######## block 1 ########
[src/rtl/bcd_conv_seq_pkg.sv]
// Shared types and constants for the sequential binary-to-BCD converter.
package bcd_conv_seq_pkg;

   typedef enum logic [1:0] {
      ST_IDLE  = 2'd0,
      ST_SHIFT = 2'd1,
      ST_DONE  = 2'd2
   } stateT;

   localparam logic [3:0] BCD_CORR_THRESH = 4'd5;
   localparam logic [3:0] BCD_CORR_ADD    = 4'd3;

   // Add-3 correction for one BCD digit, applied ahead of each shift.
   function automatic logic [3:0] dabbleCorrect(input logic [3:0] digit);
      return (digit >= BCD_CORR_THRESH) ? 4'(digit + BCD_CORR_ADD) : digit;
   endfunction

endpackage

[src/rtl/bcd_conv_seq_dabble_digit.sv]
// One BCD digit of the double-dabble correction stage (purely combinational).
module dabble_digit
   import bcd_conv_seq_pkg::*;
(
   input  logic [3:0] digitIn,
   output logic [3:0] digitOut_c
);

   always_comb begin
      digitOut_c = dabbleCorrect(digitIn);
   end

endmodule

[src/rtl/bcd_conv_seq.sv]
// Multi-cycle double-dabble sequencer: one correct+shift step per clock,
// start/done handshake, result held stable between conversions.
module bcd_conv_seq
   import bcd_conv_seq_pkg::*;
#(
   parameter int unsigned WIDTH  = 8,
   parameter int unsigned DIGITS = 3
) (
   input  logic                  clk,
   input  logic                  rst,
   input  logic                  start,
   input  logic [WIDTH-1:0]      bin_in,
   output logic                  busy,
   output logic                  done,
   output logic [4*DIGITS-1:0]   bcd_out,
   output logic                  overflow
);

   localparam int unsigned BCD_W  = 4 * DIGITS;
   localparam int unsigned STEP_W = $clog2(WIDTH + 1);

   stateT               state, stateNext;
   logic [STEP_W-1:0]   step, stepNext;
   logic [BCD_W-1:0]    bcdWork, bcdWorkNext;
   logic [WIDTH-1:0]    binShift, binShiftNext;
   logic                ovfWork, ovfWorkNext;
   logic [BCD_W-1:0]    bcdOutNext;
   logic                overflowNext;
   logic                busyNext, doneNext;
   logic [BCD_W-1:0]    corrWork_c;
   logic                accept_c;

   for (genvar g = 0; g < DIGITS; g++) begin : gDigit
      dabble_digit uDigit (
         .digitIn    (bcdWork[4*g +: 4]),
         .digitOut_c (corrWork_c[4*g +: 4])
      );
   end

   always_ff @(posedge clk) begin
      if (rst) begin
         state    <= ST_IDLE;
         step     <= '0;
         bcdWork  <= '0;
         binShift <= '0;
         ovfWork  <= 1'b0;
         bcd_out  <= '0;
         overflow <= 1'b0;
         busy     <= 1'b0;
         done     <= 1'b0;
      end else begin
         state    <= stateNext;
         step     <= stepNext;
         bcdWork  <= bcdWorkNext;
         binShift <= binShiftNext;
         ovfWork  <= ovfWorkNext;
         bcd_out  <= bcdOutNext;
         overflow <= overflowNext;
         busy     <= busyNext;
         done     <= doneNext;
      end
   end

   // Next-state, datapath step and output-register load.
   always_comb begin
      stateNext    = state;
      stepNext     = step;
      bcdWorkNext  = bcdWork;
      binShiftNext = binShift;
      ovfWorkNext  = ovfWork;
      bcdOutNext   = bcd_out;
      overflowNext = overflow;
      accept_c     = 1'b0;

      case (state)
         ST_IDLE: begin
            if (start) accept_c = 1'b1;
         end
         ST_SHIFT: begin
            // Bit leaving the top digit is lost, so it marks overflow.
            bcdWorkNext  = {corrWork_c[BCD_W-2:0], binShift[WIDTH-1]};
            binShiftNext = {binShift[WIDTH-2:0], 1'b0};
            ovfWorkNext  = ovfWork | corrWork_c[BCD_W-1];
            stepNext     = step + STEP_W'(1);
            if (step == STEP_W'(WIDTH - 1)) begin
               stateNext    = ST_DONE;
               bcdOutNext   = bcdWorkNext;
               overflowNext = ovfWorkNext;
            end
         end
         ST_DONE: begin
            if (start) accept_c = 1'b1;
            else       stateNext = ST_IDLE;
         end
         default: begin
            stateNext = ST_IDLE;
         end
      endcase

      if (accept_c) begin
         stateNext    = ST_SHIFT;
         stepNext     = '0;
         bcdWorkNext  = '0;
         binShiftNext = bin_in;
         ovfWorkNext  = 1'b0;
      end

      busyNext = (stateNext == ST_SHIFT);
      doneNext = (stateNext == ST_DONE);
   end

endmodule

[config.mk]
export PLATFORM = sky130hd
export DESIGN_NAME = bcd_conv_seq
export DESIGN_NICKNAME = d
export VERILOG_FILES = /design/src/rtl/bcd_conv_seq_pkg.sv /design/src/rtl/bcd_conv_seq_dabble_digit.sv /design/src/rtl/bcd_conv_seq.sv
export SDC_FILE = /design/constraint.sdc
export NUM_CORES = 1
export LEC_CHECK = 0
export ABC_CLOCK_PERIOD_IN_PS = 1600
export CAP_MARGIN = 20
export CELL_PAD_IN_SITES_DETAIL_PLACEMENT = 1
export CELL_PAD_IN_SITES_GLOBAL_PLACEMENT = 1
export CORE_ASPECT_RATIO = 1.75
export CORE_MARGIN = 1
export CORE_UTILIZATION = 38
export CTS_BUF_LIST = sky130_fd_sc_hd__clkbuf_8
export DETAILED_ROUTE_END_ITERATION = 12
export MAX_ROUTING_LAYER = met4
export PLACE_DENSITY_LB_ADDON = 0.1
export REMOVE_ABC_BUFFERS = 1
export SLEW_MARGIN = 20
export SYNTH_ARGS = -nofsm -noshare
export SYNTH_HDL_FRONTEND = slang
export SYNTH_SLANG_ARGS = --single-unit
[constraint.sdc]
create_clock -name clk -period 1.6 [get_ports clk]
set_clock_uncertainty 0.1 [all_clocks]
set_input_delay 0.32 -clock clk [delete_from_list [all_inputs] [get_ports clk]]
set_output_delay 0.32 -clock clk [all_outputs]
set_load 0.05 [all_outputs]
**Block 1: congestion heat map**

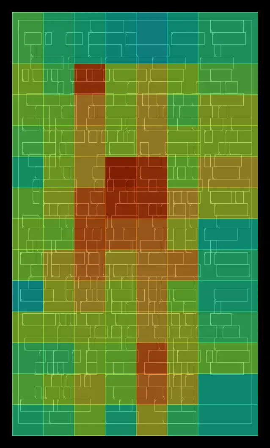
layer with the highest usage after global routing: met2
global routing met3 resource utilization: 0.0437
GR Layer Usage met1: 0.219

==> results.txt <==
Results of the full flow below.

Critical path:
- Following the worst setup path forward leads to its endpoint at bcd_out[2]$_SDFFE_PP0P_.
- Looking at the reg2reg group, the worst path ends at bcd_out[2]$_SDFFE_PP0P_.
- In this run the worst setup path begins at bcdWork[1]$_SDFFE_PP0P_.
- STA lists the maximum fanout along the critical path as 3.

Clocking:
- The run gives the number of sinks driven by the clock tree as 42.
- The run gives the buffer count from post-CTS setup fixing as 0.

Power:
- The script computed the net switching share of total power as 0.254.
- The run gives the total combinational power as 0.238 mW.
- The run gives the clock network power as 0.645 mW.
- The run puts the proportion of power drawn by combinational gates at 0.121.
- Of the total power, the clock network draws 0.326.
- The run puts the sequential power at around 1.1 mW.

Synth:
- The run puts the post-synthesis mux area share at 0.0291.
- Summing every instance area after synthesis gives 1850 um2.
- The run puts the simple logic cell fraction of the synthesized area at 0.203.
- The run puts the number of cells in the yosys synthesis report at around 210.
- The run puts the post-synthesis instance total at ~210.
- Post-synth the commonest register cell is dfxtp_1.
- The run gives the number of different library cells in the post-synthesis netlist as 27.
- The run gives the number of synthesized flops with an enable pin as 0.

Floorplanning:
- The region available for standard cell placement spans 4670 um2.
- According to the tapcell log, the count of inserted taps is 52.

Run:
- The run gives the count of max-cap constraint violations as 0.

Place:
- Per the placement log, port buffering inserted 25 buffers.
- The run puts the standard cell area after detailed placement at approximately 2400 um2.

Final timing:
- The run gives the final period utilization as 0.976.
- The run gives the final-report hold violation count as 0.
- Based on the critical path, the design can be clocked at up to around 0.64 GHz.
- The run gives the clock period minus final worst setup slack as 1.56 ns.
- The run puts the worst hold margin at 0.374 ns.
- The run puts the slew at the pin with the worst max-slew slack at between 0.3 and 0.4 ns.
- The run puts the max-slew violation total from the final report at 0.

Layout:
- The run gives the logic gate fraction of the total cell area as 0.392.
- The run gives the leading cell category by total area as logic gates.
- The run gives the signed area change from the synthesized netlist to the final layout as 41.8%.
- In the final layout, the fill cell count is 533.
- The run puts the fraction of final layout cells with drive strength greater than 1 at 0.292.

GRT:
- The first global-routing pass estimated 7890 um of wire.

Min path:
- The run gives the worst hold path stage count as 2.

Detailed routing:
- Once iteration 0 of detailed routing completed, the report listed 26 DRC markers.

Status:
- The flow ran to the end, and the final reports show no timing, DRC or antenna violations.
**Block 1: where the registers sit**

Other sequential cells in the stronger grey, the rest of the logic in the fainter grey.
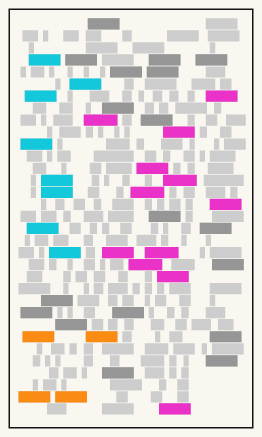
legend:
  `bcdWork`:
    colour: magenta
    placed_flops: 12
  `binShift`:
    colour: cyan
    placed_flops: 8
  `step`:
    colour: orange
    placed_flops: 4
    where: lower left
not coloured: 18


######## block 2 ########
**Block 2: signal wires by layer**

Only two layers are drawn.
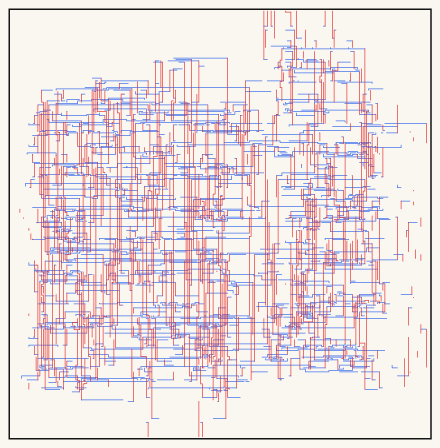
**Block 2: where the registers sit**

Other sequential cells in the stronger grey, the rest of the logic in the fainter grey.
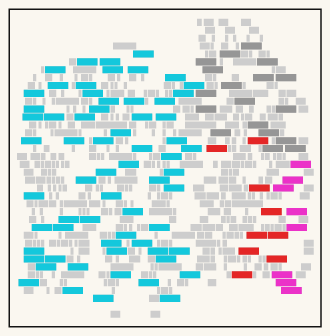
**Block 2: congestion heat map**

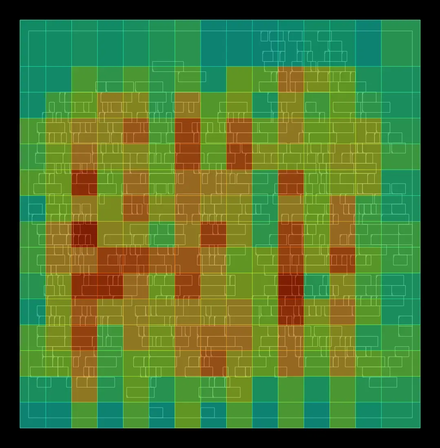
<file path="src/rtl/synapse_accumulator_if.sv">
// Spike-vector handshake and current-pulse bundle
// between the spike source, the accumulator and the neuron.
interface synapse_accumulator_if #(
  parameter int N_SYN     = 8,
  parameter int CUR_WIDTH = 8
);
  logic [N_SYN-1:0]     in_spikes;
  logic                 in_valid;
  logic                 in_ready;
  logic [CUR_WIDTH-1:0] current;
  logic                 current_valid;
  logic                 sat;

  modport master (
    output in_spikes,
    output in_valid,
    input  in_ready,
    input  current,
    input  current_valid,
    input  sat
  );

  modport slave (
    input  in_spikes,
    input  in_valid,
    output in_ready,
    output current,
    output current_valid,
    output sat
  );
endinterface

</file>
<file path="src/rtl/synapse_accumulator.sv">
// Serial weighted spike summation, one synapse per cycle,
// saturating, emitted as a one-cycle current pulse.
module synapse_accumulator #(
  parameter int N_SYN     = 8,
  parameter int W_WIDTH   = 8,
  parameter int CUR_WIDTH = 8,
  parameter int ADDR_W    = 3
) (
  input  logic               clk,
  input  logic               rst_n,
  input  logic               cfg_we,
  input  logic [ADDR_W-1:0]  cfg_addr,
  input  logic [W_WIDTH-1:0] cfg_wdata,
  synapse_accumulator_if.slave bus,
  output logic               busy
);

  localparam int IDX_W = (N_SYN > 1) ? $clog2(N_SYN) : 1;
  localparam int SW =
    ((W_WIDTH > CUR_WIDTH) ? W_WIDTH : CUR_WIDTH) + 1;
  localparam logic [CUR_WIDTH:0] MAX =
    {1'b0, {CUR_WIDTH{1'b1}}};

  typedef enum logic [1:0] {
    IDLE,
    ACCUM,
    OUT
  } state_e;

  state_e               state_q, state_d;
  logic [IDX_W-1:0]     idx_q, idx_d;
  logic [CUR_WIDTH:0]   acc_q, acc_d;
  logic [N_SYN-1:0]     spk_q, spk_d;
  logic                 stk_q, stk_d;
  logic [W_WIDTH-1:0]   w_q [N_SYN];
  logic [W_WIDTH-1:0]   w_d [N_SYN];
  logic [CUR_WIDTH-1:0] cur_q, cur_d;
  logic                 cv_q, cv_d;
  logic                 sat_q, sat_d;
  logic                 rdy_q, rdy_d;
  logic                 busy_q, busy_d;
  logic [SW-1:0]        sum;

  // Wide sum: an oversized weight overflows MAX and clamps too
  assign sum = SW'(acc_q) + SW'(w_q[idx_q]);

  always_comb begin
    state_d = state_q;
    idx_d   = idx_q;
    acc_d   = acc_q;
    spk_d   = spk_q;
    stk_d   = stk_q;
    rdy_d   = rdy_q;
    busy_d  = busy_q;
    cv_d    = 1'b0;
    cur_d   = '0;
    sat_d   = 1'b0;
    for (int k = 0; k < N_SYN; k++) begin
      w_d[k] = w_q[k];
      if (cfg_we && cfg_addr == ADDR_W'(k))
        w_d[k] = cfg_wdata;
    end
    unique case (state_q)
      IDLE: begin
        if (bus.in_valid && rdy_q) begin
          spk_d   = bus.in_spikes;
          acc_d   = '0;
          idx_d   = '0;
          stk_d   = 1'b0;
          rdy_d   = 1'b0;
          busy_d  = 1'b1;
          state_d = ACCUM;
        end
      end
      ACCUM: begin
        if (spk_q[idx_q]) begin
          if (sum > SW'(MAX)) begin
            acc_d = MAX;
            stk_d = 1'b1;
          end else begin
            acc_d = sum[CUR_WIDTH:0];
          end
        end
        idx_d = idx_q + 1'b1;
        if (idx_q == IDX_W'(N_SYN - 1)) begin
          state_d = OUT;
          cv_d    = 1'b1;
          cur_d   = acc_d[CUR_WIDTH-1:0];
          sat_d   = stk_d;
        end
      end
      OUT: begin
        state_d = IDLE;
        rdy_d   = 1'b1;
        busy_d  = 1'b0;
      end
      default: state_d = IDLE;
    endcase
  end

  always_ff @(posedge clk) begin
    if (!rst_n) begin
      state_q <= IDLE;
      idx_q   <= '0;
      acc_q   <= '0;
      spk_q   <= '0;
      stk_q   <= 1'b0;
      w_q     <= '{default: '0};
      cur_q   <= '0;
      cv_q    <= 1'b0;
      sat_q   <= 1'b0;
      rdy_q   <= 1'b1;
      busy_q  <= 1'b0;
    end else begin
      state_q <= state_d;
      idx_q   <= idx_d;
      acc_q   <= acc_d;
      spk_q   <= spk_d;
      stk_q   <= stk_d;
      w_q     <= w_d;
      cur_q   <= cur_d;
      cv_q    <= cv_d;
      sat_q   <= sat_d;
      rdy_q   <= rdy_d;
      busy_q  <= busy_d;
    end
  end

  assign bus.in_ready      = rdy_q;
  assign bus.current       = cur_q;
  assign bus.current_valid = cv_q;
  assign bus.sat           = sat_q;
  assign busy              = busy_q;

endmodule

</file>
<file path="src/flat_wrapper.sv">
// flat-port wrapper written by rule: the top's interface ports become plain ports
module synapse_accumulator_flat 
#(
  parameter int N_SYN     = 8,
  parameter int W_WIDTH   = 8,
  parameter int CUR_WIDTH = 8,
  parameter int ADDR_W    = 3
)
  (clk, rst_n, cfg_we, cfg_addr, cfg_wdata, busy, bus_in_spikes, bus_in_valid, bus_in_ready, bus_current, bus_current_valid, bus_sat);
  synapse_accumulator_if #(.N_SYN(N_SYN), .CUR_WIDTH(CUR_WIDTH)) bus_i ();
  input  logic clk;
  input  logic rst_n;
  input  logic cfg_we;
  input  logic [ADDR_W-1:0] cfg_addr;
  input  logic [W_WIDTH-1:0] cfg_wdata;
  output logic busy;
  input wire logic [$bits(bus_i.in_spikes)-1:0] bus_in_spikes;
  input wire logic [$bits(bus_i.in_valid)-1:0] bus_in_valid;
  output wire logic [$bits(bus_i.in_ready)-1:0] bus_in_ready;
  output wire logic [$bits(bus_i.current)-1:0] bus_current;
  output wire logic [$bits(bus_i.current_valid)-1:0] bus_current_valid;
  output wire logic [$bits(bus_i.sat)-1:0] bus_sat;
  assign bus_i.in_spikes = bus_in_spikes;
  assign bus_i.in_valid = bus_in_valid;
  assign bus_in_ready = bus_i.in_ready;
  assign bus_current = bus_i.current;
  assign bus_current_valid = bus_i.current_valid;
  assign bus_sat = bus_i.sat;
  synapse_accumulator #(.N_SYN(N_SYN), .W_WIDTH(W_WIDTH), .CUR_WIDTH(CUR_WIDTH), .ADDR_W(ADDR_W)) u_core (.clk(clk), .rst_n(rst_n), .cfg_we(cfg_we), .cfg_addr(cfg_addr), .cfg_wdata(cfg_wdata), .bus(bus_i), .busy(busy));
endmodule
</file>
<file path="config.mk">
export PLATFORM = sky130hd
export DESIGN_NAME = synapse_accumulator_flat
export DESIGN_NICKNAME = d
export VERILOG_FILES = /design/src/rtl/synapse_accumulator_if.sv /design/src/rtl/synapse_accumulator.sv /design/src/flat_wrapper.sv
export SDC_FILE = /design/constraint.sdc
export NUM_CORES = 1
export LEC_CHECK = 0
export CORE_AREA = 2 2 105 107
export DETAILED_ROUTE_END_ITERATION = 12
export DIE_AREA = 0 0 107 109
export HOLD_SLACK_MARGIN = 0.02
export PLACE_DENSITY = 0.65
export SYNTH_ARGS = -nofsm -noshare
export SYNTH_HDL_FRONTEND = slang
export SYNTH_SLANG_ARGS = --single-unit
</file>
<file path="constraint.sdc">
create_clock -name clk -period 11.4 [get_ports clk]
set_input_delay 2.28 -clock clk [delete_from_list [all_inputs] [get_ports clk]]
set_output_delay 2.28 -clock clk [all_outputs]
set_load 0.01 [all_outputs]
</file>
==> results.txt <==
Results of the full flow below.

Detailed routing:
- The run puts the first-pass iteration count of the detailed router at 4.
- The run puts the number of vias in the routed layout at 3609.
- The highest metal layer carrying signal wires in the routed design is met4.

Power:
- Of all power groups, the one with the highest power is registers.
- The run puts the total combinational power at 0.0631 mW.
- The run gives the leakage power of the design as 1.82 nW.
- The run puts the clock network power at 0.268 mW.
- The run puts the cell-internal power at 0.529 mW.
- The run puts the clock network fraction of design power at 0.388.
- The run puts the register share of total power at 0.521.

Place:
- The run gives the cell count after placement as 664.
- The run puts the number of I/O port buffers at 34.

Synth:
- The run gives the post-synthesis mux area share as 0.110.
- The run gives the and-or/or-and share of the synthesized area as 0.190.
- The run gives the number of warnings printed during yosys synthesis as 0.
- Yosys mapped a number of flops with a built-in enable equal to 0.

Layout:
- The run puts the number of inserted diodes at 0.
- The layout report lists the combined flip-flop and latch area as slightly below 2000 um2.
- At the end of the flow, the number of nets in the layout was 569.
- Per the final report, the share of cell area in clock cells is 0.0455.
- The run gives the count of non-filler cells in the finished layout as ~700.
- The run puts the number of non-clock inverters at 6.
- The layout report lists the non-clock buffer share of cell area as 0.0667.

Final timing:
- The smallest clock period supported by the final layout is computed as 3.94 ns.
- The run gives the accumulated negative setup slack as 0 ns.
- The run puts the worst path setup slack after routing at ~7.5 ns.

Floorplanning:
- The run gives the die width as 107 um.
- The design received a total of 140 well taps at floorplan.
- The run gives the overall die height as ~110 um.

Critical path:
- The worst setup path is captured at a register.
- The data required time reported for the critical path is 11.63 ns.
- The kind of cell with the highest combined delay along the critical path is AND-OR/OR-AND gates.
- The run puts the logic depth of the worst setup path including buffers at 9.
- The worst setup path is launched from a register.
- The startpoint identified for the worst register-to-register timing path is u_core.idx_q[1]$_SDFFE_PN0P_.
- The run gives the endpoint arrival time on the critical path as 4.17 ns.

Run:
- The run puts the number of OpenROAD warnings at 26.

Status:
- The flow ran to the end, and the final reports show no timing, DRC or antenna violations.

GRT:
- Routing resource usage on met3 recorded by global route was 0.0359.

Clocking:
- The run puts the number of levels in the clock H-tree at 3.
- The cell sitting at the root of the clock tree is a clkbuf_8.
Notes on 'signal wires by layer' of block 2 above:
legend:
  met2:
    colour: red
    wire_length: 5240 um
  met1:
    colour: blue
    wire_length: 4650 um

Notes on 'where the registers sit' of block 2 above:
legend:
  `u_core.w_q`:
    colour: cyan
    placed_flops: 64
  `u_core.bus.current`:
    colour: magenta
    placed_flops: 8
  `u_core.acc_q`:
    colour: red
    placed_flops: 9

Notes on 'congestion heat map' of block 2 above:
drt wl/cell: 15.4 um
layer with the highest usage after global routing: met2
total track usage: 0.193


######## block 3 ########
**Block 3: PDN straps and rails**

The bar under the picture is 50 um long. Pins as bars on the die edge. Tap cells in grey.
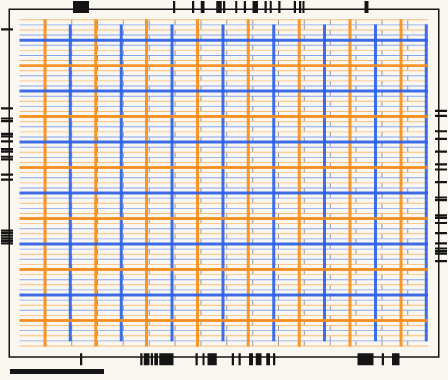
**Block 3: congestion heat map**

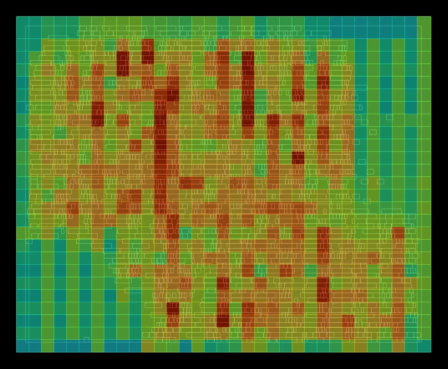
==> config.mk <==
export PLATFORM = sky130hd
export DESIGN_NAME = pu_operand_sequencer
export DESIGN_NICKNAME = d
export VERILOG_FILES = /design/src/rtl/ttpu_pkg.sv /design/src/rtl/ttpu_buf_ram.sv /design/src/rtl/pu_operand_sequencer.sv
export SDC_FILE = /design/constraint.sdc
export NUM_CORES = 1
export LEC_CHECK = 0
export ABC_AREA = 1
export ABC_CLOCK_PERIOD_IN_PS = 7750
export CELL_PAD_IN_SITES_DETAIL_PLACEMENT = 0
export CELL_PAD_IN_SITES_GLOBAL_PLACEMENT = 1
export CORE_ASPECT_RATIO = 0.8
export CORE_MARGIN = 5
export CORE_UTILIZATION = 51
export CTS_CLUSTER_SIZE = 24
export DETAILED_ROUTE_END_ITERATION = 16
export PLACE_DENSITY = 0.91
export SLEW_MARGIN = 25
export SYNTH_ARGS = -nofsm -noshare
export SYNTH_HDL_FRONTEND = slang
export SYNTH_SLANG_ARGS = --single-unit
==> constraint.sdc <==
create_clock -name clk -period 7.75 [get_ports clk]
set_input_delay 1.55 -clock clk [delete_from_list [all_inputs] [get_ports clk]]
set_output_delay 1.55 -clock clk [all_outputs]
set_load 0.02 [all_outputs]
==> src/rtl/ttpu_pkg.sv <==
// ttpu_pkg: shared FP16 width, sequencer state type and
// FP16 constants for the processing-unit feeder slice.
package ttpu_pkg;

  localparam int FP16_W = 16;

  typedef enum logic [2:0] {
    IDLE,
    ISSUE,
    GUARD,
    WAIT,
    FINISH
  } seq_state_t;

  localparam logic [FP16_W-1:0] FP16_ONE   = 16'h3C00;
  localparam logic [FP16_W-1:0] FP16_TWO   = 16'h4000;
  localparam logic [FP16_W-1:0] FP16_FOUR  = 16'h4400;
  localparam logic [FP16_W-1:0] FP16_EIGHT = 16'h4800;

endpackage

==> src/rtl/ttpu_buf_ram.sv <==
// ttpu_buf_ram: DEPTH x W buffer, one sync write port and one
// registered read port (re gates it; write-first on collision).
module ttpu_buf_ram #(
  parameter int W     = 16,
  parameter int DEPTH = 8,
  parameter int AW    = $clog2(DEPTH)
) (
  input  logic          clk,
  input  logic          reset,
  input  logic          we,
  input  logic [AW-1:0] waddr,
  input  logic [W-1:0]  wdata,
  input  logic          re,
  input  logic [AW-1:0] raddr,
  output logic [W-1:0]  rdata
);

  logic [W-1:0] mem [DEPTH];

  always_ff @(posedge clk) begin
    if (we) mem[waddr] <= wdata;
  end

  // Forward same-edge writes so a write and a read of
  // the same entry in one cycle return the new value.
  always_ff @(posedge clk or negedge reset) begin
    if (!reset) begin
      rdata <= '0;
    end else if (re) begin
      rdata <= (we && waddr == raddr) ? wdata : mem[raddr];
    end
  end

endmodule

==> src/rtl/pu_operand_sequencer.sv <==
// pu_operand_sequencer: buffers FP16 A/B vectors, feeds them to
// processing_unit by start/ready, stores products P into R.
module pu_operand_sequencer
  import ttpu_pkg::*;
#(
  parameter int DATA_W  = FP16_W,
  parameter int DEPTH   = 8,
  parameter int ADDR_W  = $clog2(DEPTH),
  parameter int TIMEOUT = 64
) (
  input  logic              clk,
  input  logic              reset,
  input  logic              wr_en,
  input  logic [ADDR_W-1:0] wr_addr,
  input  logic [DATA_W-1:0] wr_a,
  input  logic [DATA_W-1:0] wr_b,
  input  logic              cmd_start,
  input  logic [ADDR_W:0]   cmd_len,
  output logic              busy,
  output logic              done,
  output logic              err,
  output logic              pu_start,
  output logic [DATA_W-1:0] pu_a,
  output logic [DATA_W-1:0] pu_b,
  input  logic [DATA_W-1:0] pu_P,
  input  logic              pu_ready,
  input  logic [ADDR_W-1:0] rd_addr,
  output logic [DATA_W-1:0] rd_data
);

  localparam int TW = $clog2(TIMEOUT + 1);
  localparam logic [ADDR_W:0] DEPTH_L = (ADDR_W+1)'(DEPTH);
  localparam logic [ADDR_W:0] ONE_L = (ADDR_W+1)'(1);

  seq_state_t state_q, state_d;
  logic [ADDR_W-1:0] idx_q, idx_d;
  logic [ADDR_W:0] len_q, len_d, len_clamp;
  logic [TW-1:0] tcnt_q;
  logic err_q, err_d;
  logic pu_start_q;
  logic last, tmo, res_we;
  logic op_we, op_re;
  logic [2*DATA_W-1:0] op_rdata;

  assign len_clamp = (cmd_len > DEPTH_L) ? DEPTH_L : cmd_len;
  assign last = ({1'b0, idx_q} == len_q - ONE_L);
  assign tmo = (tcnt_q == TW'(TIMEOUT - 1));

  always_comb begin
    state_d = state_q;
    idx_d = idx_q;
    len_d = len_q;
    err_d = err_q;
    res_we = 1'b0;
    unique case (state_q)
      IDLE: begin
        if (cmd_start) begin
          err_d = 1'b0;
          len_d = len_clamp;
          idx_d = '0;
          state_d = (len_clamp == '0) ? FINISH : ISSUE;
        end
      end
      ISSUE: state_d = GUARD;
      GUARD: state_d = WAIT;
      WAIT: begin
        // ready beats a timeout landing on the same cycle
        if (pu_ready) begin
          res_we = 1'b1;
          if (last) begin
            state_d = FINISH;
          end else begin
            idx_d = idx_q + ADDR_W'(1);
            state_d = ISSUE;
          end
        end else if (tmo) begin
          err_d = 1'b1;
          state_d = FINISH;
        end
      end
      FINISH: state_d = IDLE;
      default: state_d = IDLE;
    endcase
  end

  always_ff @(posedge clk or negedge reset) begin
    if (!reset) begin
      state_q <= IDLE;
      idx_q <= '0;
      len_q <= '0;
      tcnt_q <= '0;
      err_q <= 1'b0;
      pu_start_q <= 1'b0;
    end else begin
      state_q <= state_d;
      idx_q <= idx_d;
      len_q <= len_d;
      err_q <= err_d;
      pu_start_q <= (state_d == ISSUE);
      tcnt_q <= (state_q == WAIT) ? tcnt_q + TW'(1) : '0;
    end
  end

  // Operand read register doubles as the pu_a/pu_b drivers:
  // loaded only on entry to ISSUE, so it holds through WAIT.
  assign op_we = wr_en && (state_q == IDLE);
  assign op_re = (state_d == ISSUE);

  ttpu_buf_ram #(
    .W    (2*DATA_W),
    .DEPTH(DEPTH),
    .AW   (ADDR_W)
  ) u_op_buf (
    .clk  (clk),
    .reset(reset),
    .we   (op_we),
    .waddr(wr_addr),
    .wdata({wr_a, wr_b}),
    .re   (op_re),
    .raddr(idx_d),
    .rdata(op_rdata)
  );

  ttpu_buf_ram #(
    .W    (DATA_W),
    .DEPTH(DEPTH),
    .AW   (ADDR_W)
  ) u_res_buf (
    .clk  (clk),
    .reset(reset),
    .we   (res_we),
    .waddr(idx_q),
    .wdata(pu_P),
    .re   (1'b1),
    .raddr(rd_addr),
    .rdata(rd_data)
  );

  assign pu_a = op_rdata[2*DATA_W-1:DATA_W];
  assign pu_b = op_rdata[DATA_W-1:0];
  assign pu_start = pu_start_q;
  assign busy = (state_q != IDLE);
  assign done = (state_q == FINISH);
  assign err = err_q;

endmodule

==> results.txt <==
Results of the full flow below.

Final timing:
- The final timing summary puts the cycle share of the worst path at 0.706.
- The run puts the clock period minus final worst setup slack at 5.47 ns.
- The run gives the final setup violation count as 0.
- The run puts the accumulated negative setup slack at 0 ns.
- The run puts the maximum clock frequency at 0.183 GHz.

Power:
- The run gives the total power as between 7 and 8 mW.
- The run puts the total combinational power at 2.51 mW.
- The run gives the switching power of the nets as between 2 and 3 mW.
- The share of total power dissipated in combinational logic is 0.331.
- The run puts the clock network power at 2.12 mW.
- Of all power groups, the one with the highest power is registers.
- The run puts the clock network fraction of design power at 0.278.
- The analysis attributes to cell leakage a power of 8.95 nW.

Layout:
- The finished layout holds 2401 standard cells, fillers aside.
- The layout has 58 clock buffers.
- Per the layout report, the design carries 3050 filler cells.
- The run puts the proportion of cell area spent on the clock network at 0.0643.
- The run puts the share of cell area taken by flip-flops and latches at 0.587.
- In the final design, more cell area goes to registers than to any other class.
- 928 cells are multi-input combinational gates.
- The largest registers in the layout are u_op_buf.mem (256), u_res_buf.mem (128), u_op_buf.rdata (32).
- The run gives the logic gate fraction of the total cell area as 0.210.
- The run puts the net count reported at finish at 1934.

Detailed routing:
- The run puts the total routed wirelength at around 47000 um.
- Once detail routing completed, the nets flagged for antenna violations numbered 0.
- In the per-layer summary, the met1 wirelength comes to 19600 um.

Critical path:
- The launch point of the worst register-to-register path is recorded as idx_q[2]$_DFF_PN0_.
- The run gives the worst endpoint required time as 8.20 ns.
- The run gives the depth of the most critical reg-to-reg path as 13.
- According to the timing report, the critical path is launched from pu_ready.
- The run puts the maximum fanout count along the critical path at 61.
- Following the worst setup path forward leads to its endpoint at u_op_buf.rdata[25]$_DFFE_PN0P_.

GRT:
- The run gives the aggregate global-route resource usage as 0.223.
- The number of antenna violations at the first check in global routing is 3.
- The run gives the number of global-route vias before repair as approximately 13000.
- The run puts the routing usage on met2 at 0.386.
- The run gives the global routing usage on met1 as 0.299.

Synth:
- The run gives the post-synthesis instance area as about 20000 um2.
- The run puts the post-synthesis mux area share at 0.
- The run puts the and-or/or-and share of the synthesized area at 0.0516.
- The run puts the post-synthesis instance total at 1784.
- The run puts the simple logic cell fraction of the synthesized area at 0.181.
- Counting instances in the post-synthesis netlist gives the leading cell types as edfxtp_1 (384), nand3_1 (376), inv_1 (297).
- The run gives the cell type with the highest aggregate area in the netlist as edfxtp_1.

Min path:
- Per the hold report, the tightest min-delay path originates at tcnt_q[0]$_DFF_PN0_.
- Checking hold timing, the worst path is listed with class register to register.

Clocking:
- The run gives the TritonCTS clock tree as built.
- The timing report gives the clock slew at the launch and capture registers of the worst setup and hold paths as 0.06 ns.
- The run puts the maximum clock path buffer count at 3.
- The run gives the total of cells resized after clock tree synthesis as 0.

Floorplanning:
- The run gives the well-tap cell count as 495.
- The run gives the die width as 228 um.
- The run puts the starting utilization of the core area at 0.513.

Run:
- The run puts the number of OpenROAD warnings at 26.

Place:
- The run puts the standard cell area after detailed placement at 21000 um2.

Status:
- The flow ran to the end, and the final reports show no timing, DRC or antenna violations.
## Picture notes: 'PDN straps and rails' of block 3
legend:
  VDD:
    colour: blue
  VSS:
    colour: orange
met1 rails: 65
rows: 64

## Picture notes: 'congestion heat map' of block 3
global routing met3 resource utilization: 0.0317
final standard cell utilization of the core: 0.592
drt wl/cell: 19.7 um



## Gallery

Layout detail.
picture 1
Region (68, 15) to (93, 40) um. Cells in grey, sequential cells in the stronger grey; small squares are vias.
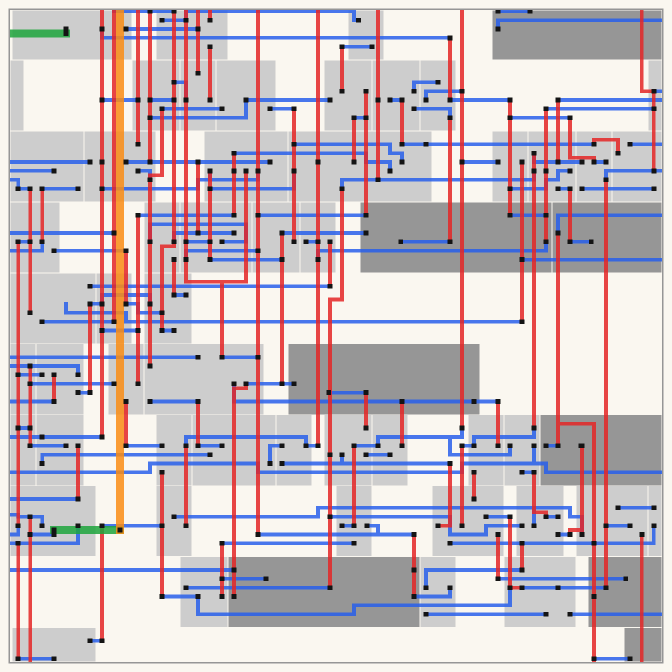
picture 2
Region (159, 34) to (184, 59) um. Cells in grey, sequential cells in the stronger grey; small squares are vias.
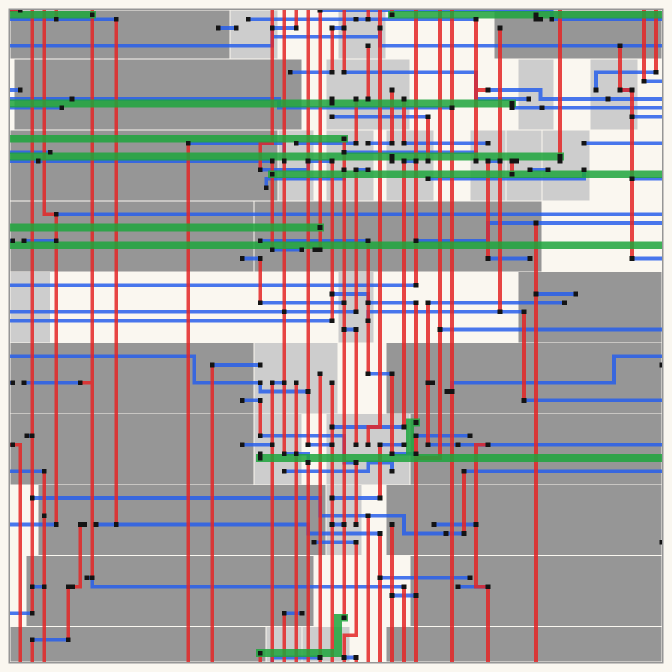
picture 3
Region (29, 11) to (54, 36) um. Cells in grey, sequential cells in the stronger grey; small squares are vias.
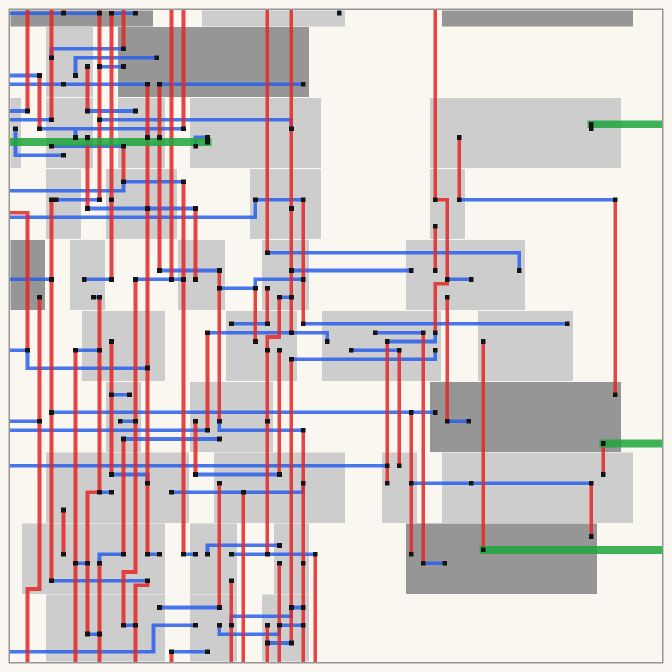
block 1 -> picture 3
block 2 -> picture 1
block 3 -> picture 2

Power is estimated from default activity; no workload was simulated.
